=== block 1 ===
==> block_1/layer_met3.png <==
Scale bar: 50 um.
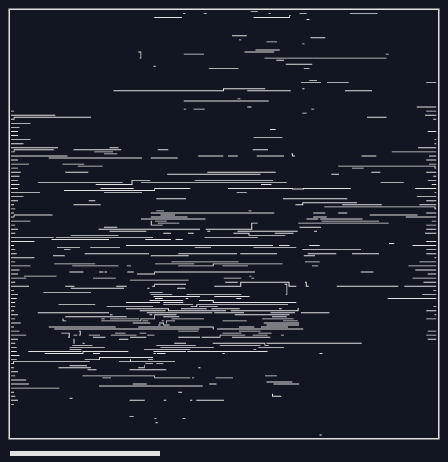

$ cat config.mk
export PLATFORM = sky130hd
export DESIGN_NAME = fetch_stage_ctrl
export DESIGN_NICKNAME = d
export VERILOG_FILES = /design/src/rtl/fetch_stage_ctrl.sv
export SDC_FILE = /design/constraint.sdc
export NUM_CORES = 1
export LEC_CHECK = 0
export CORE_UTILIZATION = 56
export DETAILED_ROUTE_END_ITERATION = 6
export PLACE_DENSITY = 0.94
export SETUP_SLACK_MARGIN = 0.3
export SLEW_MARGIN = 20
export SYNTH_ARGS = -nofsm -noshare
export SYNTH_HDL_FRONTEND = slang
export SYNTH_SLANG_ARGS = --single-unit
$ cat constraint.sdc
create_clock -name clk -period 8.3 [get_ports clk]
set_input_delay 1.66 -clock clk [delete_from_list [all_inputs] [get_ports clk]]
set_output_delay 1.66 -clock clk [all_outputs]
set_load 0.005 [all_outputs]
$ cat src/rtl/fetch_stage_ctrl.sv
// Fetch stage: owns the fetch PC, the req/ack instruction-memory port and the
// IF/ID register; applies stall/flush/redirect controls from the hazard unit.
module fetch_stage_ctrl #(
  parameter int unsigned          XLEN      = 32,
  parameter logic [XLEN-1:0]      RESET_PC  = '0,
  parameter logic [31:0]          NOP_INSTR = 32'h0000_0013
) (
  input  logic            clk,
  input  logic            rst,
  input  logic            stallF,
  input  logic            stallD,
  input  logic            flushD,
  input  logic [1:0]      pcsrcE,
  input  logic [XLEN-1:0] pctargetE,
  input  logic [XLEN-1:0] pcjalrE,
  output logic            imem_req,
  output logic [XLEN-1:0] imem_addr,
  input  logic            imem_ack,
  input  logic [31:0]     imem_rdata,
  output logic [31:0]     instrD,
  output logic [XLEN-1:0] pcD,
  output logic [XLEN-1:0] pcplus4D,
  output logic            validD,
  output logic            fetch_busy
);

  typedef enum logic [1:0] {
    S_FETCH = 2'd0,
    S_HOLD  = 2'd1,
    S_KILL  = 2'd2
  } state_e;

  state_e            state_q, state_d;
  logic [XLEN-1:0]   pc_q, pc_d;
  logic [31:0]       ibuf_instr_q, ibuf_instr_d;
  logic [XLEN-1:0]   ibuf_pc_q, ibuf_pc_d;
  logic [XLEN-1:0]   killaddr_q, killaddr_d;
  logic [31:0]       instr_q, instr_d;
  logic [XLEN-1:0]   pcd_q, pcd_d;
  logic [XLEN-1:0]   pcplus4_q, pcplus4_d;
  logic              valid_q, valid_d;

  logic              redirect;
  logic [XLEN-1:0]   redirect_pc;
  logic              avail;
  logic [31:0]       avail_instr;
  logic [XLEN-1:0]   avail_pc;

  assign redirect    = (pcsrcE != 2'b00);
  assign redirect_pc = (pcsrcE == 2'b01) ? pctargetE : pcjalrE;

  always_comb begin
    state_d      = state_q;
    pc_d         = pc_q;
    ibuf_instr_d = ibuf_instr_q;
    ibuf_pc_d    = ibuf_pc_q;
    killaddr_d   = killaddr_q;
    avail        = 1'b0;
    avail_instr  = imem_rdata;
    avail_pc     = pc_q;

    unique case (state_q)
      S_FETCH: begin
        if (redirect) begin
          pc_d = redirect_pc;
          // An unanswered request must still be drained at its original address.
          if (!imem_ack) begin
            killaddr_d = pc_q;
            state_d    = S_KILL;
          end
        end else if (imem_ack) begin
          if (stallF) begin
            ibuf_instr_d = imem_rdata;
            ibuf_pc_d    = pc_q;
            state_d      = S_HOLD;
          end else begin
            avail = 1'b1;
            pc_d  = pc_q + XLEN'(4);
          end
        end
      end
      S_HOLD: begin
        avail_instr = ibuf_instr_q;
        avail_pc    = ibuf_pc_q;
        if (redirect) begin
          pc_d    = redirect_pc;
          state_d = S_FETCH;
        end else if (!stallF) begin
          avail   = 1'b1;
          pc_d    = pc_q + XLEN'(4);
          state_d = S_FETCH;
        end
      end
      S_KILL: begin
        if (redirect) pc_d = redirect_pc;
        if (imem_ack) state_d = S_FETCH;
      end
      default: state_d = S_FETCH;
    endcase
  end

  always_comb begin
    instr_d   = instr_q;
    pcd_d     = pcd_q;
    pcplus4_d = pcplus4_q;
    valid_d   = valid_q;
    if (flushD || (!stallD && !avail)) begin
      instr_d   = NOP_INSTR;
      pcd_d     = '0;
      pcplus4_d = '0;
      valid_d   = 1'b0;
    end else if (!stallD) begin
      instr_d   = avail_instr;
      pcd_d     = avail_pc;
      pcplus4_d = avail_pc + XLEN'(4);
      valid_d   = 1'b1;
    end
  end

  always_ff @(posedge clk) begin
    if (rst) begin
      state_q      <= S_FETCH;
      pc_q         <= RESET_PC;
      ibuf_instr_q <= '0;
      ibuf_pc_q    <= '0;
      killaddr_q   <= '0;
      instr_q      <= NOP_INSTR;
      pcd_q        <= '0;
      pcplus4_q    <= '0;
      valid_q      <= 1'b0;
    end else begin
      state_q      <= state_d;
      pc_q         <= pc_d;
      ibuf_instr_q <= ibuf_instr_d;
      ibuf_pc_q    <= ibuf_pc_d;
      killaddr_q   <= killaddr_d;
      instr_q      <= instr_d;
      pcd_q        <= pcd_d;
      pcplus4_q    <= pcplus4_d;
      valid_q      <= valid_d;
    end
  end

  assign imem_req   = ~rst & (state_q != S_HOLD);
  assign imem_addr  = (state_q == S_KILL) ? killaddr_q : pc_q;
  assign fetch_busy = ((state_q == S_FETCH) & ~imem_ack) | (state_q == S_KILL);
  assign instrD     = instr_q;
  assign pcD        = pcd_q;
  assign pcplus4D   = pcplus4_q;
  assign validD     = valid_q;

endmodule

=== block 2 ===
[src/rtl/wcs_pkg.sv]
// Shared definitions for the sliding-window cost selector: mode encoding,
// cost width helper and window-depth legality check.
package wcs_pkg;

    typedef enum logic {
        MODE_MIN = 1'b0,
        MODE_MAX = 1'b1
    } mode_e;

    localparam int WIN_MIN = 2;
    localparam int WIN_MAX = 16;

    // A cost is the full-width product of two DSIZE-bit operands.
    function automatic int cost_width(input int dsize);
        return 2 * dsize;
    endfunction

    function automatic bit win_legal(input int win);
        return (win >= WIN_MIN) && (win <= WIN_MAX);
    endfunction

endpackage

[src/rtl/cost_select.sv]
// Combinational argmin/argmax over WIN {cost, account} pairs, index 0 newest.
// Ties resolve to the newest entry in both modes.
module cost_select
    import wcs_pkg::*;
#(
    parameter  int DSIZE = 8,
    parameter  int WIN   = 5,
    localparam int CW    = cost_width(DSIZE),
    localparam int IW    = $clog2(WIN)
) (
    input  logic             i_mode,
    input  logic [CW-1:0]    i_costs    [WIN],
    input  logic [DSIZE-1:0] i_accounts [WIN],
    output logic [IW-1:0]    o_idx,
    output logic [CW-1:0]    o_cost,
    output logic [DSIZE-1:0] o_account
);

    logic [CW-1:0]    w_best_cost [WIN];
    logic [DSIZE-1:0] w_best_acct [WIN];
    logic [IW-1:0]    w_best_idx  [WIN];

    assign w_best_cost[0] = i_costs[0];
    assign w_best_acct[0] = i_accounts[0];
    assign w_best_idx[0]  = '0;

    // Walk from newest to oldest; an older entry only wins if strictly better.
    genvar gi;
    generate
        for (gi = 1; gi < WIN; gi++) begin : g_stage
            logic w_better;
            assign w_better = (i_mode == MODE_MAX) ? (i_costs[gi] > w_best_cost[gi-1])
                                                   : (i_costs[gi] < w_best_cost[gi-1]);
            assign w_best_cost[gi] = w_better ? i_costs[gi]    : w_best_cost[gi-1];
            assign w_best_acct[gi] = w_better ? i_accounts[gi] : w_best_acct[gi-1];
            assign w_best_idx[gi]  = w_better ? IW'(gi)        : w_best_idx[gi-1];
        end
    endgenerate

    assign o_idx     = w_best_idx[WIN-1];
    assign o_cost    = w_best_cost[WIN-1];
    assign o_account = w_best_acct[WIN-1];

endmodule

[src/rtl/window_cost_select.sv]
// Streaming sliding-window min/max cost selector: shift window, fill counter,
// alive flag and a single-entry output register with backpressure and flush.
module window_cost_select
    import wcs_pkg::*;
#(
    parameter int DSIZE = 8,
    parameter int WIN   = 5
) (
    input  logic               clk,
    input  logic               rst_n,
    input  logic               flush,
    input  logic               mode,
    input  logic               in_valid,
    input  logic [DSIZE-1:0]   in_account,
    input  logic [DSIZE-1:0]   in_A,
    input  logic [DSIZE-1:0]   in_T,
    output logic               ready,
    output logic               out_valid,
    input  logic               out_ready,
    output logic [DSIZE-1:0]   out_account,
    output logic [2*DSIZE-1:0] out_cost
);

    localparam int CW = cost_width(DSIZE);
    localparam int FW = $clog2(WIN + 1);
    localparam int IW = $clog2(WIN);
    localparam logic [FW-1:0] FILL_FULL = FW'(WIN);
    localparam logic [FW-1:0] FILL_LAST = FW'(WIN - 1);

    generate
        if (!win_legal(WIN)) begin : g_bad_win
            $error("window_cost_select: WIN must lie in 2..16");
        end
    endgenerate

    logic             r_alive;
    logic [FW-1:0]    r_fill;
    logic             r_out_valid;
    logic [DSIZE-1:0] r_out_account;
    logic [CW-1:0]    r_out_cost;
    logic [CW-1:0]    r_win_cost [WIN];
    logic [DSIZE-1:0] r_win_acct [WIN];

    logic [CW-1:0]    w_cost_in;
    logic             w_accept;
    logic             w_gen;
    logic [CW-1:0]    w_cand_cost [WIN];
    logic [DSIZE-1:0] w_cand_acct [WIN];
    logic [IW-1:0]    w_sel_idx;
    logic [CW-1:0]    w_sel_cost;
    logic [DSIZE-1:0] w_sel_account;
    logic             w_unused_idx;

    assign w_cost_in = CW'(in_A) * CW'(in_T);

    // Filling beats never need the output slot, so only a generating beat waits on it.
    assign ready    = r_alive && !flush && ((r_fill < FILL_LAST) || !r_out_valid || out_ready);
    assign w_accept = in_valid && ready;
    assign w_gen    = w_accept && (r_fill >= FILL_LAST);

    // Candidate window is the window as it will look after this beat shifts in.
    genvar gi;
    generate
        for (gi = 0; gi < WIN; gi++) begin : g_cand
            if (gi == 0) begin : g_head
                assign w_cand_cost[gi] = w_cost_in;
                assign w_cand_acct[gi] = in_account;
            end else begin : g_tail
                assign w_cand_cost[gi] = r_win_cost[gi-1];
                assign w_cand_acct[gi] = r_win_acct[gi-1];
            end
        end
    endgenerate

    cost_select #(
        .DSIZE (DSIZE),
        .WIN   (WIN)
    ) u_cost_select (
        .i_mode     (mode),
        .i_costs    (w_cand_cost),
        .i_accounts (w_cand_acct),
        .o_idx      (w_sel_idx),
        .o_cost     (w_sel_cost),
        .o_account  (w_sel_account)
    );

    // The winning pair already carries everything downstream needs.
    assign w_unused_idx = ^w_sel_idx;

    // Window storage is deliberately unreset; r_fill alone decides validity.
    always_ff @(posedge clk) begin
        if (w_accept) begin
            for (int i = 0; i < WIN; i++) begin
                r_win_cost[i] <= w_cand_cost[i];
                r_win_acct[i] <= w_cand_acct[i];
            end
        end
    end

    always_ff @(posedge clk or negedge rst_n) begin
        if (!rst_n) begin
            r_alive       <= 1'b0;
            r_fill        <= '0;
            r_out_valid   <= 1'b0;
            r_out_account <= '0;
            r_out_cost    <= '0;
        end else begin
            r_alive <= 1'b1;
            if (flush) begin
                r_fill      <= '0;
                r_out_valid <= 1'b0;
            end else begin
                if (w_accept && (r_fill != FILL_FULL)) begin
                    r_fill <= r_fill + FW'(1);
                end
                if (w_gen) begin
                    r_out_valid   <= 1'b1;
                    r_out_account <= w_sel_account;
                    r_out_cost    <= w_sel_cost;
                end else if (out_ready) begin
                    r_out_valid <= 1'b0;
                end
            end
        end
    end

    assign out_valid   = r_out_valid;
    assign out_account = r_out_account;
    assign out_cost    = r_out_cost;

endmodule

[config.mk]
export PLATFORM = sky130hd
export DESIGN_NAME = window_cost_select
export DESIGN_NICKNAME = d
export VERILOG_FILES = /design/src/rtl/wcs_pkg.sv /design/src/rtl/cost_select.sv /design/src/rtl/window_cost_select.sv
export SDC_FILE = /design/constraint.sdc
export NUM_CORES = 1
export LEC_CHECK = 0
export CAP_MARGIN = 5
export CORE_ASPECT_RATIO = 1.25
export CORE_MARGIN = 2
export CORE_UTILIZATION = 59
export CTS_BUF_LIST = sky130_fd_sc_hd__clkbuf_16
export DETAILED_ROUTE_END_ITERATION = 6
export PLACE_DENSITY = 0.77
export REMOVE_ABC_BUFFERS = 1
export SYNTH_ARGS = -nofsm -noshare
export SYNTH_HDL_FRONTEND = slang
export SYNTH_SLANG_ARGS = --single-unit
[constraint.sdc]
create_clock -name clk -period 12.5 [get_ports clk]
set_input_delay 1.875 -clock clk [delete_from_list [all_inputs] [get_ports clk]]
set_output_delay 1.875 -clock clk [all_outputs]
set_load 0.005 [all_outputs]
=== block 3 ===
`src/rtl/cnn_pkg.sv`:
```
// Shared types and constants for the convolution window sequencer.
// The state enum encodes the RAM read/compute/write handshake cycle of one window.
package cnn_pkg;

  localparam int WIN_K      = 5;
  localparam int ADDR_W_DEF = 16;
  localparam int DATA_W_DEF = 16;

  typedef enum logic [3:0] {
    IDLE    = 4'd0,
    RD_REQ  = 4'd1,
    RD_WAIT = 4'd2,
    RD_REL  = 4'd3,
    COMPUTE = 4'd4,
    WR_REQ  = 4'd5,
    WR_WAIT = 4'd6,
    WR_REL  = 4'd7,
    DONE    = 4'd8
  } seq_state_e;

endpackage

```
`src/rtl/window_pos_counter.sv`:
```
// Row/column/output-index tracker for the KxK window walk.
// Also produces the window read address and flags the final window position.
module window_pos_counter
  import cnn_pkg::*;
#(
  parameter int ADDR_W = ADDR_W_DEF,
  parameter int K      = WIN_K
) (
  input  logic              clk,
  input  logic              rst_n,
  input  logic              clear,
  input  logic              advance,
  input  logic [ADDR_W-1:0] base,
  input  logic [ADDR_W-1:0] width,
  input  logic [ADDR_W-1:0] height,
  output logic [ADDR_W-1:0] rd_addr,
  output logic [ADDR_W-1:0] idx,
  output logic              is_last
);

  logic [ADDR_W-1:0] r_q, r_d;
  logic [ADDR_W-1:0] c_q, c_d;
  logic [ADDR_W-1:0] idx_q, idx_d;
  logic [ADDR_W-1:0] c_max_s;
  logic [ADDR_W-1:0] r_max_s;

  assign c_max_s = width - ADDR_W'(K);
  assign r_max_s = height - ADDR_W'(K);
  assign is_last = (r_q == r_max_s) && (c_q == c_max_s);
  // Address arithmetic deliberately wraps modulo 2^ADDR_W.
  assign rd_addr = base + r_q * width + c_q;
  assign idx     = idx_q;

  // Next-position computation: clear on layer start, step in raster order on advance.
  always_comb begin
    r_d   = r_q;
    c_d   = c_q;
    idx_d = idx_q;
    if (clear) begin
      r_d   = '0;
      c_d   = '0;
      idx_d = '0;
    end else if (advance) begin
      idx_d = idx_q + ADDR_W'(1);
      if (c_q == c_max_s) begin
        c_d = '0;
        r_d = r_q + ADDR_W'(1);
      end else begin
        c_d = c_q + ADDR_W'(1);
        r_d = r_q;
      end
    end else begin
      r_d   = r_q;
      c_d   = c_q;
      idx_d = idx_q;
    end
  end

  // Position registers.
  always_ff @(posedge clk or negedge rst_n) begin
    if (!rst_n) begin
      r_q   <= '0;
      c_q   <= '0;
      idx_q <= '0;
    end else begin
      r_q   <= r_d;
      c_q   <= c_d;
      idx_q <= idx_d;
    end
  end

endmodule

```
`src/rtl/conv_window_sequencer.sv`:
```
// Drives the shared RAM through one convolution layer: window read, datapath
// hand-off, result write-back, repeated for every valid KxK window position.
module conv_window_sequencer
  import cnn_pkg::*;
#(
  parameter int ADDR_W = ADDR_W_DEF,
  parameter int DATA_W = DATA_W_DEF,
  parameter int K      = WIN_K
) (
  input  logic              clk,
  input  logic              rst_n,
  input  logic              start,
  input  logic [ADDR_W-1:0] img_base,
  input  logic [ADDR_W-1:0] img_width,
  input  logic [ADDR_W-1:0] img_height,
  input  logic [ADDR_W-1:0] out_base,
  output logic              ram_enable,
  output logic              ram_write,
  output logic [ADDR_W-1:0] ram_address,
  output logic [ADDR_W-1:0] ram_offset,
  output logic [DATA_W-1:0] ram_wdata,
  input  logic              ram_finish,
  output logic              win_valid,
  input  logic              res_valid,
  input  logic [DATA_W-1:0] res_data,
  output logic              busy,
  output logic              done,
  output logic              err
);

  seq_state_e        state_q, state_d;
  logic              busy_q, busy_d;
  logic              done_q, done_d;
  logic              err_q, err_d;
  logic              err_flag_q, err_flag_d;
  logic              win_valid_q, win_valid_d;
  logic              ram_enable_q, ram_enable_d;
  logic              ram_write_q, ram_write_d;
  logic [ADDR_W-1:0] ram_address_q, ram_address_d;
  logic [ADDR_W-1:0] ram_offset_q, ram_offset_d;
  logic [DATA_W-1:0] ram_wdata_q, ram_wdata_d;
  logic [ADDR_W-1:0] cfg_base_q, cfg_base_d;
  logic [ADDR_W-1:0] cfg_width_q, cfg_width_d;
  logic [ADDR_W-1:0] cfg_height_q, cfg_height_d;
  logic [ADDR_W-1:0] cfg_out_q, cfg_out_d;

  logic              pos_clear_s;
  logic              pos_adv_s;
  logic [ADDR_W-1:0] rd_addr_s;
  logic [ADDR_W-1:0] idx_s;
  logic              is_last_s;
  logic              cfg_small_s;

  assign cfg_small_s = (img_width < ADDR_W'(K)) || (img_height < ADDR_W'(K));

  window_pos_counter #(
    .ADDR_W (ADDR_W),
    .K      (K)
  ) u_pos (
    .clk     (clk),
    .rst_n   (rst_n),
    .clear   (pos_clear_s),
    .advance (pos_adv_s),
    .base    (cfg_base_q),
    .width   (cfg_width_q),
    .height  (cfg_height_q),
    .rd_addr (rd_addr_s),
    .idx     (idx_s),
    .is_last (is_last_s)
  );

  // Next-state and next-output logic for the per-window RAM handshake.
  always_comb begin
    state_d       = state_q;
    busy_d        = busy_q;
    done_d        = 1'b0;
    err_d         = 1'b0;
    err_flag_d    = err_flag_q;
    win_valid_d   = 1'b0;
    ram_enable_d  = ram_enable_q;
    ram_write_d   = ram_write_q;
    ram_address_d = ram_address_q;
    ram_offset_d  = ram_offset_q;
    ram_wdata_d   = ram_wdata_q;
    cfg_base_d    = cfg_base_q;
    cfg_width_d   = cfg_width_q;
    cfg_height_d  = cfg_height_q;
    cfg_out_d     = cfg_out_q;
    pos_clear_s   = 1'b0;
    pos_adv_s     = 1'b0;
    case (state_q)
      IDLE: begin
        if (start) begin
          cfg_base_d   = img_base;
          cfg_width_d  = img_width;
          cfg_height_d = img_height;
          cfg_out_d    = out_base;
          busy_d       = 1'b1;
          pos_clear_s  = 1'b1;
          if (cfg_small_s) begin
            err_flag_d = 1'b1;
            state_d    = DONE;
          end else begin
            err_flag_d = 1'b0;
            state_d    = RD_REQ;
          end
        end else begin
          state_d = IDLE;
        end
      end
      RD_REQ: begin
        ram_enable_d  = 1'b1;
        ram_write_d   = 1'b0;
        ram_address_d = rd_addr_s;
        ram_offset_d  = cfg_width_q;
        state_d       = RD_WAIT;
      end
      RD_WAIT: begin
        if (ram_finish) begin
          ram_enable_d = 1'b0;
          state_d      = RD_REL;
        end else begin
          state_d = RD_WAIT;
        end
      end
      RD_REL: begin
        win_valid_d = 1'b1;
        state_d     = COMPUTE;
      end
      COMPUTE: begin
        if (res_valid) begin
          ram_wdata_d = res_data;
          state_d     = WR_REQ;
        end else begin
          state_d = COMPUTE;
        end
      end
      WR_REQ: begin
        ram_enable_d  = 1'b1;
        ram_write_d   = 1'b1;
        ram_address_d = cfg_out_q + idx_s;
        state_d       = WR_WAIT;
      end
      WR_WAIT: begin
        if (ram_finish) begin
          ram_enable_d = 1'b0;
          ram_write_d  = 1'b0;
          state_d      = WR_REL;
        end else begin
          state_d = WR_WAIT;
        end
      end
      WR_REL: begin
        pos_adv_s = 1'b1;
        if (is_last_s) begin
          state_d = DONE;
        end else begin
          state_d = RD_REQ;
        end
      end
      DONE: begin
        done_d     = 1'b1;
        err_d      = err_flag_q;
        err_flag_d = 1'b0;
        busy_d     = 1'b0;
        state_d    = IDLE;
      end
      default: begin
        ram_enable_d = 1'b0;
        ram_write_d  = 1'b0;
        busy_d       = 1'b0;
        state_d      = IDLE;
      end
    endcase
  end

  // State, configuration and registered-output flops.
  always_ff @(posedge clk or negedge rst_n) begin
    if (!rst_n) begin
      state_q       <= IDLE;
      busy_q        <= 1'b0;
      done_q        <= 1'b0;
      err_q         <= 1'b0;
      err_flag_q    <= 1'b0;
      win_valid_q   <= 1'b0;
      ram_enable_q  <= 1'b0;
      ram_write_q   <= 1'b0;
      ram_address_q <= '0;
      ram_offset_q  <= '0;
      ram_wdata_q   <= '0;
      cfg_base_q    <= '0;
      cfg_width_q   <= '0;
      cfg_height_q  <= '0;
      cfg_out_q     <= '0;
    end else begin
      state_q       <= state_d;
      busy_q        <= busy_d;
      done_q        <= done_d;
      err_q         <= err_d;
      err_flag_q    <= err_flag_d;
      win_valid_q   <= win_valid_d;
      ram_enable_q  <= ram_enable_d;
      ram_write_q   <= ram_write_d;
      ram_address_q <= ram_address_d;
      ram_offset_q  <= ram_offset_d;
      ram_wdata_q   <= ram_wdata_d;
      cfg_base_q    <= cfg_base_d;
      cfg_width_q   <= cfg_width_d;
      cfg_height_q  <= cfg_height_d;
      cfg_out_q     <= cfg_out_d;
    end
  end

  assign ram_enable  = ram_enable_q;
  assign ram_write   = ram_write_q;
  assign ram_address = ram_address_q;
  assign ram_offset  = ram_offset_q;
  assign ram_wdata   = ram_wdata_q;
  assign win_valid   = win_valid_q;
  assign busy        = busy_q;
  assign done        = done_q;
  assign err         = err_q;

endmodule

```
`config.mk`:
```
export PLATFORM = sky130hd
export DESIGN_NAME = conv_window_sequencer
export DESIGN_NICKNAME = d
export VERILOG_FILES = /design/src/rtl/cnn_pkg.sv /design/src/rtl/window_pos_counter.sv /design/src/rtl/conv_window_sequencer.sv
export SDC_FILE = /design/constraint.sdc
export NUM_CORES = 1
export LEC_CHECK = 0
export CAP_MARGIN = 20
export CORE_UTILIZATION = 35
export CTS_CLUSTER_SIZE = 25
export DETAILED_ROUTE_END_ITERATION = 7
export SYNTH_ARGS = -nofsm -noshare
export SYNTH_HDL_FRONTEND = slang
export SYNTH_SLANG_ARGS = --single-unit
```
`constraint.sdc`:
```
create_clock -name clk -period 5.8 [get_ports clk]
set_input_delay 1.45 -clock clk [delete_from_list [all_inputs] [get_ports clk]]
set_output_delay 1.45 -clock clk [all_outputs]
set_load 0.02 [all_outputs]
```
=== block 4 ===
`config.mk`:
```
export PLATFORM = sky130hd
export DESIGN_NAME = instr_fetch_unit
export DESIGN_NICKNAME = d
export VERILOG_FILES = /design/src/rtl/mips_pkg.sv /design/src/rtl/if_id_reg.sv /design/src/rtl/instr_fetch_unit.sv
export SDC_FILE = /design/constraint.sdc
export NUM_CORES = 1
export LEC_CHECK = 0
export CORE_MARGIN = 5
export CORE_UTILIZATION = 50
export CTS_CLUSTER_SIZE = 25
export DETAILED_ROUTE_END_ITERATION = 8
export GPL_TIMING_DRIVEN = 0
export PLACE_DENSITY = 0.85
export SYNTH_ARGS = -nofsm -noshare
export SYNTH_HDL_FRONTEND = slang
export SYNTH_HIERARCHICAL = 1
export SYNTH_SLANG_ARGS = --single-unit
```
`constraint.sdc`:
```
create_clock -name clk -period 3.9 [get_ports clk]
set_clock_uncertainty 0.1 [all_clocks]
set_input_delay 0.585 -clock clk [delete_from_list [all_inputs] [get_ports clk]]
set_output_delay 0.585 -clock clk [all_outputs]
set_load 0.05 [all_outputs]
```
`src/rtl/mips_pkg.sv`:
```
// Shared fetch-stage constants, opcode values and the fetch FSM state type.
// No logic; imported by the fetch unit and its IF/ID register.
package mips_pkg;
  localparam logic [31:0] NOP_INSTR    = 32'h0000_0000;
  localparam logic [31:0] RESET_PC_DEF = 32'h0000_0000;
  localparam logic [5:0]  OP_J         = 6'h02;
  localparam logic [5:0]  OP_BEQ       = 6'h04;

  typedef enum logic {
    BOOT = 1'b0,
    RUN  = 1'b1
  } fetch_state_e;
endpackage

```
`src/rtl/if_id_reg.sv`:
```
// IF/ID pipeline register: instr, PC+4 and valid; one-cycle capture on load.
// Holds when neither load nor flush; flush wins over load and inserts a NOP bubble.
module if_id_reg
  import mips_pkg::*;
(
  input  logic        clk,
  input  logic        rst_n,
  input  logic        load_i,
  input  logic        flush_i,
  input  logic [31:0] instr_i,
  input  logic [31:0] pc4_i,
  output logic [31:0] instr_o,
  output logic [31:0] pc4_o,
  output logic        valid_o
);
  logic [31:0] instr_q, instr_d;
  logic [31:0] pc4_q, pc4_d;
  logic        valid_q, valid_d;

  always_comb begin
    instr_d = instr_q;
    pc4_d   = pc4_q;
    valid_d = valid_q;
    if (flush_i) begin
      // The bubble keeps the old PC+4; only instr and valid are cleared.
      instr_d = NOP_INSTR;
      valid_d = 1'b0;
    end else if (load_i) begin
      instr_d = instr_i;
      pc4_d   = pc4_i;
      valid_d = 1'b1;
    end
  end

  always_ff @(posedge clk or negedge rst_n) begin
    if (!rst_n) begin
      instr_q <= NOP_INSTR;
      pc4_q   <= 32'h0;
      valid_q <= 1'b0;
    end else begin
      instr_q <= instr_d;
      pc4_q   <= pc4_d;
      valid_q <= valid_d;
    end
  end

  assign instr_o = instr_q;
  assign pc4_o   = pc4_q;
  assign valid_o = valid_q;
endmodule

```
`src/rtl/instr_fetch_unit.sv`:
```
// Fetch stage: owns the PC, addresses instr_memory, fills IF/ID one clock after the PC is presented.
// stall_i holds PC and IF/ID; a jump/branch redirect overrides stall and costs one bubble.
module instr_fetch_unit
  import mips_pkg::*;
#(
  parameter logic [31:0] RESET_PC = RESET_PC_DEF,
  parameter int          IMEM_AW  = 8
) (
  input  logic        clk,
  input  logic        rst_n,
  input  logic        stall_i,
  input  logic        branch_taken_i,
  input  logic [15:0] branch_off_i,
  input  logic        jump_i,
  input  logic [25:0] jump_tgt_i,
  output logic [31:0] imem_addr_o,
  input  logic [31:0] imem_instr_i,
  output logic [31:0] ifid_instr_o,
  output logic [31:0] ifid_pc4_o,
  output logic        ifid_valid_o
);
  localparam logic [31:0] RESET_PC_AL = {RESET_PC[31:2], 2'b00};

  fetch_state_e state_q;
  logic [31:0]  pc_q, pc_d;
  logic [31:0]  pc_plus4;
  logic         run, redirect, load, flush;

  assign pc_plus4 = pc_q + 32'd4;
  assign run      = (state_q == RUN);
  assign redirect = jump_i | branch_taken_i;
  assign flush    = run & redirect;
  assign load     = run & ~redirect & ~stall_i;

  always_comb begin
    pc_d = pc_q;
    // Redirect targets are relative to the instruction sitting in IF/ID, not to pc.
    if (flush && jump_i)
      pc_d = {ifid_pc4_o[31:28], jump_tgt_i, 2'b00};
    else if (flush)
      pc_d = ifid_pc4_o + {{14{branch_off_i[15]}}, branch_off_i, 2'b00};
    else if (load)
      pc_d = pc_plus4;
  end

  always_ff @(posedge clk or negedge rst_n) begin
    if (!rst_n) begin
      state_q <= BOOT;
      pc_q    <= RESET_PC_AL;
    end else begin
      case (state_q)
        BOOT:    state_q <= RUN;
        default: begin
          state_q <= RUN;
          pc_q    <= pc_d;
        end
      endcase
    end
  end

  assign imem_addr_o = {{(32-IMEM_AW){1'b0}}, pc_q[IMEM_AW+1:2]};

  if_id_reg u_if_id_reg (
    .clk     (clk),
    .rst_n   (rst_n),
    .load_i  (load),
    .flush_i (flush),
    .instr_i (imem_instr_i),
    .pc4_i   (pc_plus4),
    .instr_o (ifid_instr_o),
    .pc4_o   (ifid_pc4_o),
    .valid_o (ifid_valid_o)
  );
endmodule

```

==> layout pictures side by side <==
Met3 routing.
panel A
Scale bar: 50 um.
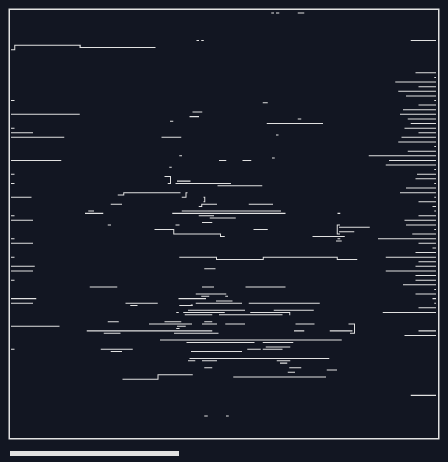
panel B
Scale bar: 20 um.
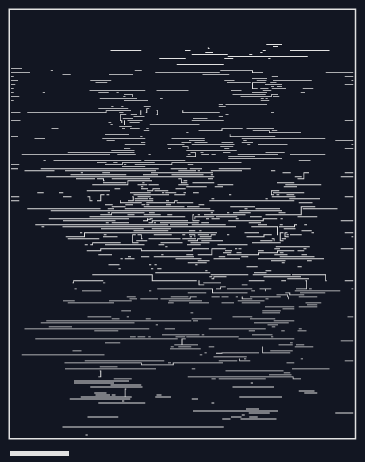
panel C
Scale bar: 50 um.
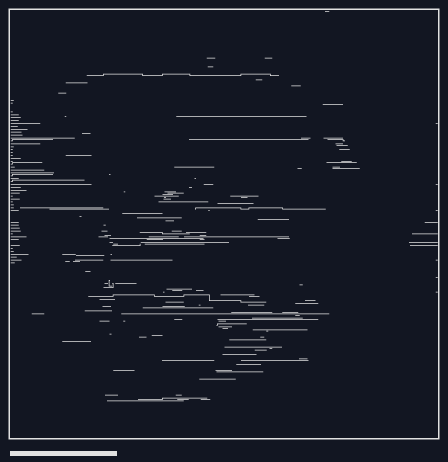
For block 3, see panel C.
For block 4, see panel A.
For block 2, see panel B.
The one with the largest die is panel C.

Key to panel B:
share of all routed wire: 11%
longest straight run: 58.7 um

==> block_3/layer_met2.png <==
Cells faint in the background.
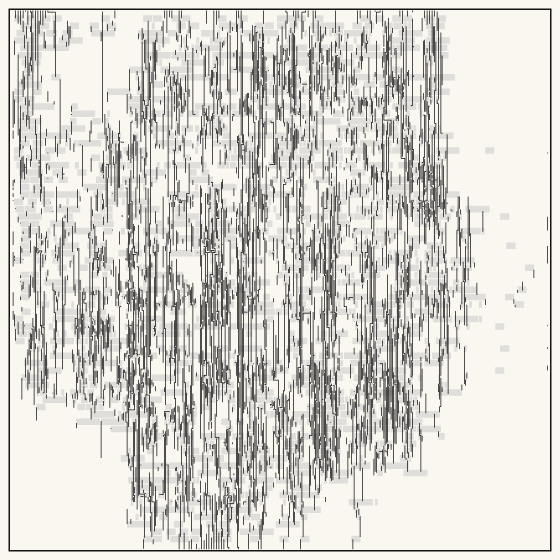
wire length on this layer: 18000 um
main direction: vertical
longest straight run: 89.5 um
share of all routed wire: 45%
nets with wire on the layer: 1639
total wire length: 39700 um
DR vias: 11200
routing usage on met2: 31.6%

==> run notes, block 3 <==
impl run done, here's what came out: main area contributors dfrtp_1 31%, fa_1 16%, nand2_1 8.7%, # DRC 0, Worst setup endpoint ram_address[14]$_DFFE_PN0P_, final tally of setup violations 0, Sink Count roughly 170, outcome completed, FA/HA/MAJ Cells, Area Fraction between 20% and 30%, vias in the first global route 11400, Critical path origin u_pos.r_q[8]$_DFFE_PN0P_, depth of the worst hold-timing path 2, CP Cell Sequence and2_1 > fa_1 > inv_1 > fa_1 > fa_1 > fa_1 > inv_1 > fa_1 > inv_1 > fa_1 > inv_1 > ha_1 > a21oi_1 > o41ai_2 > a21o_1 > a21oi_1 > xnor2_1 > o22ai_1 > a21oi_1, Die Width 200 um, total grt overflow 0, dpl hpwl ~31000 um, Max Fclk 0.180 GHz, n_diodes 0, most common cell in the netlist nand2_1, IO buf count 138
[block 3: flip-flops by register name (all words and copies together), names as in the netlist]
| name | cells |
|---|---|
| cfg_base_q | 16 |
| cfg_height_q | 16 |
| cfg_out_q | 16 |
| cfg_width_q | 16 |
| ram_address | 16 |
| ram_offset | 16 |
| ram_wdata | 16 |
| u_pos.c_q | 16 |
| u_pos.idx | 16 |
| u_pos.r_q | 16 |
| state_q | 4 |
| busy | 1 |
| done | 1 |
| err | 1 |
| err_flag_q | 1 |
| ram_enable | 1 |
| ram_write | 1 |
| win_valid | 1 |
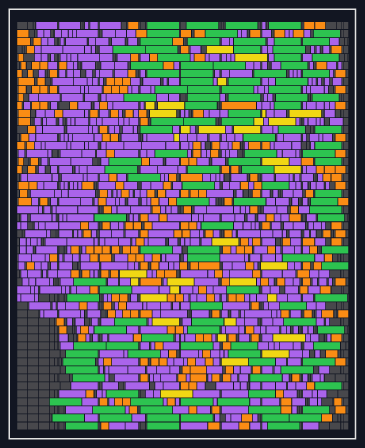
(block_2/placement_by_type.png)
Fill, decap, tap and diode cells in grey.
| colour | class | cells | share of their area |
|---|---|---|---|
| yellow | clock drivers and dummy loads | 32 | 4.8% |
| green | flops | 125 | 27% |
| orange | other buffers and delay cells | 277 | 17% |
| purple | combinational and other logic | 767 | 51% |
Layout Utilization: 86.5%
post-route cell area: 13500 um2
Rows: 51
total core area: 15600 um2
Seq area share: 26.7%

==> run notes, block 2 <==
impl run done, here's what came out: Final Worst Setup Slack -3.79 ns, n_diodes 0, vias per inst 6.73, Worst setup endpoint out_cost[12]$_DFFE_PN0P_, clkbuf count 17, asr flop ratio synth roughly 23%, Worst Path Buf+Inv 15, Initial DRC Count 1287, first-pass GRT wire length between 40000 and 50000 um, largest area contributor in the netlist edfxtp_1, Reg with most FFs r_win_cost, tap cell count 212, outcome finished with violations, # DRC 2, final tally of setup violations 24, Die Width approximately 120 um, Inverters, non-clock 104, number of flip-flops in the largest register 64, 1st-pass router iterations 7, Max-Cap Viols 0, failing checks DRC, setup timing, IO buf count between 50 and 60, Worst EP required around 13 ns, vias in the first global route 9337, sequential share of the synthesized area 38.3%, Met2 Routed Length 17400 um, Synth flops 125
==> block 2: layer usage <==
layer  vias to the layer above  global-route usage [%]
li1                       3836                       -
met1                      4475                    40.3
met2                       860                    62.5
met3                       340                    8.83
met4                         0                    24.5
met5                         -                       0
==> block 2: placed cells by master, fill, tap and decap left out, types with 34 or more instances in the layout <==
master	synthesis	layout
buf_4	1	205
ha_1	98	75
clkdlybuf4s50_1	0	40
edfxtp_1	96	96
a21oi_1	75	40
nor2_1	53	44
nand2_1	47	41
and2_1	56	51
inv_1	103	85
fa_1	36	34
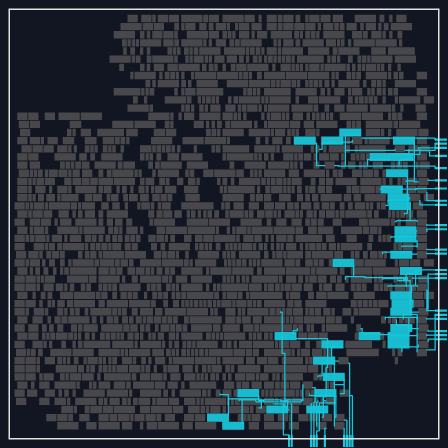
(block_1/io_fan.png)
| colour | port | bits | direction | end cells | wire |
|---|---|---|---|---|---|
| cyan | pcD | 32 | output | 32 | 896 um |
I/O pins: 235
IO buf count: 234

About block_1/layer_met3.png:
longest straight run: 48.8 um
wire length on this layer: 3510 um
share of all routed wire: 11%
main direction: horizontal
total wire length: 33200 um
GRT met3 Usage: 4.80%
DR vias: 11500

==> run notes, block 1 <==
impl run done, here's what came out: Seq area share 31.8%, initial antenna violation count 0, n_diodes 0, asr flop ratio synth 0%, Syn Nets 1601, Comb area 6060 um2, cycle use final between 50 and 60%, Pins Over Slew Limit 0, Slew headroom 35.1%, vias in the first global route 10400, Die Y-Extent 143 um, # DRC 0, Synth top cells by count 377 x nand2_1, 237 x a21oi_1, 225 x dfxtp_1, Antenna Nets Post-Route 0, count of library flops with an enable pin 0, clkbuf count 32, Post-Syn Instances 1495, overall routing resource usage 31.7%, Final Hold Fails 0, outcome completed, Flops 225, Critical path origin state_q[1]$_SDFFE_PP0P_, mux share a little under a tenth, FA/HA/MAJ Cells, Area Fraction less than 1%, layout cell share with drive strength beyond 1 7.21%, Sink Count 225, Dominant Register Cell dfxtp_1, crit path kind flip-flop to primary output, CP Launch Type flip-flop, chip area 20400 um2, CP Cell Sequence nor2b_2 > buf_4 > nand2_1 > o21ai_0 > clkdlybuf4s50_1, chip area in the Yosys report 11100 um2, setup bufs post-CTS 0, Worst setup EP type primary output, Final min period 4.71 ns, NumNets Final 1741, RSZ-0062 raised after global routing no, Max-Cap Viols 0, Inverters, non-clock 7, Multi-In Gates 1129, CTS Root Cell clkbuf_16, post_cts resized 0, worst hold margin 0.453 ns, Area after DPL 13400 um2, Slowest-stage cell, CP dfxtp_1, GPL Wtd Cong 0.926, fin cells between 1500 and 2000, dpl hpwl 22100 um, fp util between 50% and 60%, Hold WC Path Type flip-flop to flip-flop, Arr. time, crit path about 3.1 ns, Comb/total area 42.7%, yosys xor share roughly 1.1%, 1st-pass router iterations 6, total grt overflow 0, post-route cell area 14200 um2, tap cell count 265, total core area 19500 um2, hold_sp killaddr_q[0]$_SDFFE_PP0P_
-- block 1: path summary, 6_finish.rpt --
kind,endpoint,slack (ns),cells past startpoint
worst max-delay path,imem_addr[21],3.59,5
worst min-delay path,killaddr_q[0]$_SDFFE_PP0P_,0.45,2
worst max register to register,pcplus4D[28]$_SDFFE_PP0N_,4.25,11
worst min register to register,killaddr_q[0]$_SDFFE_PP0P_,0.45,2
-- block 1: layer usage --
metal	vias to the layer above	share of wire [%]
met2	691	46
met5	-	0
li1	5369	-
met4	0	3.7
met3	108	11
met1	5311	39
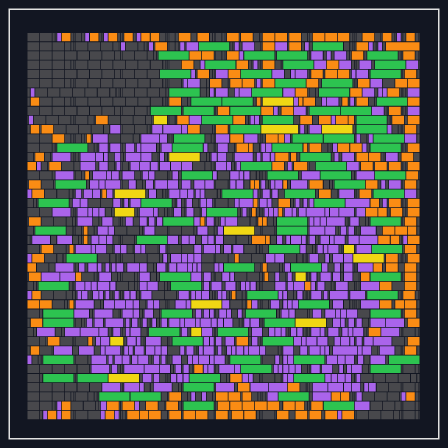
(block_4/placement_by_type.png)
Fill, decap, tap and diode cells in grey.
| colour | class | cells | share of their area |
|---|---|---|---|
| orange | other buffers and delay cells | 222 | 23% |
| yellow | clock drivers and dummy loads | 16 | 3.7% |
| green | flops | 98 | 28% |
| purple | combinational and other logic | 580 | 46% |
Layout Utilization: 67.5%
Seq area share: 27.4%

==> run notes, block 4 <==
impl run done, here's what came out: setup bufs post-CTS 0, setup TNS 0 ns, final tally of setup violations 0, Slew @ Worst Pin 0.689 ns, Worst Path Buf+Inv 2, yosys xor share between 6 and 7%, TritonCTS clock tree done, htree depth 3, grt peak-use layer met2, Arr. time, crit path ~3.6 ns, Dominant Register Cell dfrtp_1, main area contributors dfrtp_1 36%, mux2_4 6.7%, ha_1 5.5%, Die Y-Extent 126 um, Worst path max stage delay 0.90 ns, Initial DRC Count 522, Max Fclk 0.285 GHz, I/O pins around 180, Final Worst Setup Slack roughly 0.39 ns, Bufs on Longest Clock Path 2, first-pass GRT wire length 31900 um, vias per inst ~5.6, outcome completed, most used logic cell in the final layout clkdlybuf4s50_1, Post-Syn Instances around 730, 1st-pass router iterations 5, crit-path most repeated cell a21oi_1
==> block 4: repair_timing <==
action                                  4_1_cts  5_1_grt
hold buffers                                  0        0
endpoints found under the hold margin         0        0
endpoints found under the setup margin        0        2
gates resized                                 0        1
==> block 4: cell type report <==
class                   instances  area [um2]  share of cell area, %
clock buffers                   9         225                   2.52
plain buffers                  70         428                   4.79
flip-flops and latches         98        2450                   27.4
well taps                     176         220                   2.46
repair buffers                152        1540                   17.2
inverters                       8        30.0                  0.336
clock inverters                 7        95.1                   1.06
multi-input cells             572        3950                   44.2

=== block 5 ===
==> block_5/io_fan.png <==
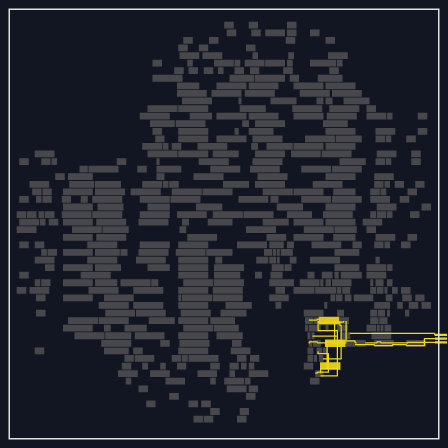
==> block_5/layer_met3.png <==
Scale bar: 50 um.
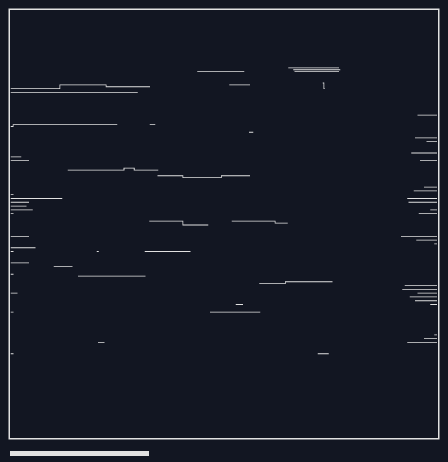
$ cat config.mk
export PLATFORM = sky130hd
export DESIGN_NAME = acc_feeder
export DESIGN_NICKNAME = d
export VERILOG_FILES = /design/src/rtl/acc_feeder_pkg.sv /design/src/rtl/acc_feeder_fifo.sv /design/src/rtl/acc_feeder.sv
export SDC_FILE = /design/constraint.sdc
export NUM_CORES = 1
export LEC_CHECK = 0
export CORE_MARGIN = 2
export CORE_UTILIZATION = 30
export DETAILED_ROUTE_END_ITERATION = 10
export PLACE_DENSITY = 0.58
export SYNTH_ARGS = -nofsm -noshare
export SYNTH_HDL_FRONTEND = slang
export SYNTH_SLANG_ARGS = --single-unit
$ cat constraint.sdc
create_clock -name clk -period 3.6 [get_ports clk]
set_clock_uncertainty 0.15 [all_clocks]
set_input_delay 0.72 -clock clk [delete_from_list [all_inputs] [get_ports clk]]
set_output_delay 0.72 -clock clk [all_outputs]
set_load 0.02 [all_outputs]
$ cat src/rtl/acc_feeder_pkg.sv
// rtl/acc_feeder_pkg.sv - shared feeder state encoding and FP constants
package acc_feeder_pkg;

    typedef enum logic [1:0] {
        IDLE  = 2'd0,
        OFFER = 2'd1,
        GAP   = 2'd2
    } feederState_t;

    // IEEE-754 single +0.0; pad value that leaves an accumulation sum unchanged
    localparam logic [31:0] FpPosZero = 32'h0000_0000;

endpackage

$ cat src/rtl/acc_feeder_fifo.sv
// rtl/acc_feeder_fifo.sv - synchronous FIFO with registered occupancy, no fall-through
module acc_feeder_fifo #(
    parameter int DataWidth     = 32,
    parameter int FifoDepth     = 4,
    parameter int FifoAddrWidth = 2
) (
    input  logic                   clk,
    input  logic                   aclr,
    input  logic                   wrEn,
    input  logic [DataWidth-1:0]   wrData,
    input  logic                   rdEn,
    output logic [DataWidth-1:0]   rdData,
    output logic [FifoAddrWidth:0] level,
    output logic                   full,
    output logic                   empty
);

    localparam int LevelWidth = FifoAddrWidth + 1;

    logic [DataWidth-1:0]     mem [FifoDepth];
    logic [FifoAddrWidth-1:0] wrPtr;
    logic [FifoAddrWidth-1:0] rdPtr;

    always_ff @(posedge clk) begin
        if (wrEn) begin
            mem[wrPtr] <= wrData;
        end
    end

    always_ff @(posedge clk) begin
        if (aclr) begin
            wrPtr <= '0;
            rdPtr <= '0;
            level <= '0;
        end else begin
            if (wrEn) begin
                wrPtr <= wrPtr + FifoAddrWidth'(1);
            end
            if (rdEn) begin
                rdPtr <= rdPtr + FifoAddrWidth'(1);
            end
            case ({wrEn, rdEn})
                2'b10:   level <= level + LevelWidth'(1);
                2'b01:   level <= level - LevelWidth'(1);
                default: level <= level;
            endcase
        end
    end

    assign rdData = mem[rdPtr];
    assign full   = (level == LevelWidth'(FifoDepth));
    assign empty  = (level == '0);

endmodule

$ cat src/rtl/acc_feeder.sv
// rtl/acc_feeder.sv - buffered, rate-limited word source for the ACC accumulator
// Tracks group boundaries and pads open groups with +0.0 on Flush.
module acc_feeder
    import acc_feeder_pkg::*;
#(
    parameter int DataWidth            = 32,
    parameter int AccumulateCount      = 2,
    parameter int AccumulateCountWidth = 1,
    parameter int FifoDepth            = 4,
    parameter int FifoAddrWidth        = 2,
    parameter int IssueGap             = 1
) (
    input  logic                   clk,
    input  logic                   aclr,
    input  logic                   SrcValid,
    output logic                   SrcRdy,
    input  logic [DataWidth-1:0]   SrcData,
    input  logic                   Flush,
    output logic                   DataOutValid,
    input  logic                   DataOutRdy,
    output logic [DataWidth-1:0]   DataOut,
    output logic                   GroupLast,
    output logic                   FlushDone,
    output logic [FifoAddrWidth:0] Level
);

    localparam int GapWidth = (IssueGap > 1) ? $clog2(IssueGap + 1) : 1;
    localparam logic [AccumulateCountWidth-1:0] LastCnt = AccumulateCountWidth'(AccumulateCount - 1);

    feederState_t                    state, stateNext;
    logic [DataWidth-1:0]            dataOutReg;
    logic [AccumulateCountWidth-1:0] groupCnt, cntNext;
    logic [GapWidth-1:0]             gapCnt, gapNext;
    logic                            flushPend;
    logic                            flushDone;

    logic                 decide;
    logic                 loadHead;
    logic                 loadZero;
    logic                 doneNext;
    logic                 fifoFull;
    logic                 fifoEmpty;
    logic [DataWidth-1:0] fifoHead;

    assign SrcRdy = ~aclr & ~fifoFull & ~flushPend;

    acc_feeder_fifo #(
        .DataWidth    (DataWidth),
        .FifoDepth    (FifoDepth),
        .FifoAddrWidth(FifoAddrWidth)
    ) u_fifo (
        .clk   (clk),
        .aclr  (aclr),
        .wrEn  (SrcValid & SrcRdy),
        .wrData(SrcData),
        .rdEn  (loadHead),
        .rdData(fifoHead),
        .level (Level),
        .full  (fifoFull),
        .empty (fifoEmpty)
    );

    always_ff @(posedge clk) begin
        if (aclr) begin
            state      <= IDLE;
            dataOutReg <= '0;
            groupCnt   <= '0;
            gapCnt     <= '0;
            flushPend  <= 1'b0;
            flushDone  <= 1'b0;
        end else begin
            state     <= stateNext;
            groupCnt  <= cntNext;
            gapCnt    <= gapNext;
            flushDone <= doneNext;
            if (loadHead) begin
                dataOutReg <= fifoHead;
            end else if (loadZero) begin
                dataOutReg <= DataWidth'(FpPosZero);
            end
            if (doneNext) begin
                flushPend <= 1'b0;
            end else if (Flush) begin
                flushPend <= 1'b1;
            end
        end
    end

    // The issue decision is shared by IDLE, the last GAP cycle and a gapless transfer,
    // so valid is low for exactly IssueGap cycles between words.
    always_comb begin
        stateNext = state;
        cntNext   = groupCnt;
        gapNext   = gapCnt;
        decide    = 1'b0;
        loadHead  = 1'b0;
        loadZero  = 1'b0;
        doneNext  = 1'b0;
        case (state)
            IDLE: begin
                decide = 1'b1;
            end
            OFFER: begin
                if (DataOutRdy) begin
                    cntNext = (groupCnt == LastCnt) ? '0 : groupCnt + AccumulateCountWidth'(1);
                    if (IssueGap > 0) begin
                        stateNext = GAP;
                        gapNext   = GapWidth'(IssueGap);
                    end else begin
                        stateNext = IDLE;
                        decide    = 1'b1;
                    end
                end
            end
            GAP: begin
                gapNext = gapCnt - GapWidth'(1);
                if (gapCnt == GapWidth'(1)) begin
                    stateNext = IDLE;
                    decide    = 1'b1;
                end
            end
            default: begin
                stateNext = IDLE;
            end
        endcase
        if (decide) begin
            if (!fifoEmpty) begin
                loadHead  = 1'b1;
                stateNext = OFFER;
            end else if (flushPend && (cntNext != '0)) begin
                loadZero  = 1'b1;
                stateNext = OFFER;
            end else if (flushPend) begin
                doneNext  = 1'b1;
            end
        end
    end

    always_comb begin
        DataOutValid = (state == OFFER);
        GroupLast    = (state == OFFER) && (groupCnt == LastCnt);
        DataOut      = dataOutReg;
        FlushDone    = flushDone;
    end

endmodule
==> run notes <==
impl run done, here's what came out: post-cts hold buffer count 0, total core area roughly 22000 um2, Antenna Nets Post-Route 0, mux share 12.5%, CP Launch Type flip-flop, sequential share of the synthesized area 71.2%, most common cell in the netlist edfxtp_1, Pwr Density ~720 nW/um2, Syn Nets 402, Post-Syn Instances 359, total grt overflow 0, top logic cells by instance count in the layout 128 x edfxtp_1, 74 x clkdlybuf4s50_1, 45 x dfxtp_1, outcome completed, first-pass GRT wire length 21000 um, Worst path top cell family by delay buffers and inverters, Reg power frac 44.9%, Pwr top sequential cells, r2r setup slk approximately 1 ns, largest net degree at the start of global routing 49, Final Hold Fails 0, final tally of setup violations 0, clock power share 29.6%, post-synth cell types 40, post_cts resized 0, most used logic cell in the final layout edfxtp_1, yosys warns 0
About block_5/io_fan.png:
| colour | port | bits | direction | end cells | wire |
|---|---|---|---|---|---|
| yellow | Level | 3 | output | 3 | 240 um |
IO buf count: 75
I/O pins: 76

About block_5/layer_met3.png:
main direction: horizontal
wire length on this layer: 657 um
share of all routed wire: 4.9%
DR vias: 3474
total wire length: 13400 um
GRT met3 Usage: 3.44%

[per-layer routing]
metal,up-vias,track usage [%],wire length (um)
met4,0,4.59,208
met1,1769,14.6,5970
met5,-,0,0
met3,14,3.44,656
li1,1612,-,-
met2,79,19.8,6570
[layout make-up]
type | instances | area share (%)
Inverter | 7 | 0.315
Multi-Input combinational cell | 152 | 21.2
Timing Repair Buffer | 87 | 10.0
Clock inverter | 13 | 1.66
Sequential cell | 175 | 57.4
Tap cell | 280 | 4.20
Clock buffer | 19 | 5.19


## Gallery

Cell placement.
image #1
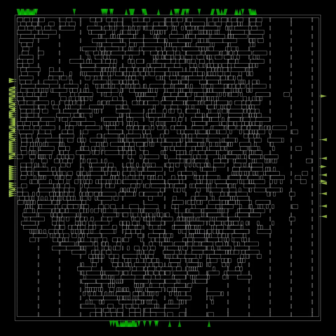
image #2
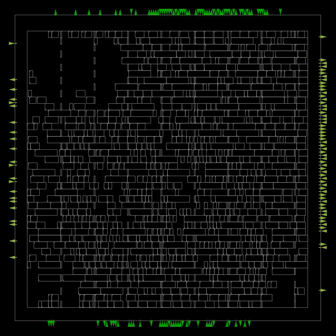
image #3
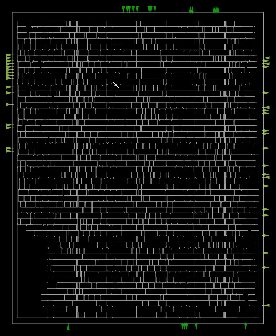
image #4
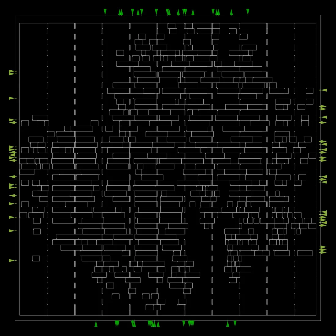
image #5
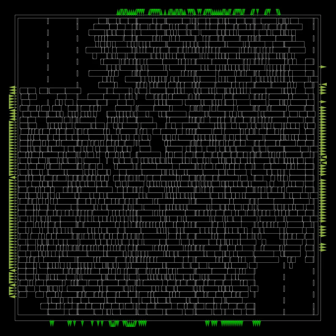
- block 5 = image #4
- block 1 = image #5
- block 3 = image #1
- block 4 = image #2
- block 2 = image #3
- highest utilization: image #3
- most cells: image #1

Power and IR drop assume default switching activity.
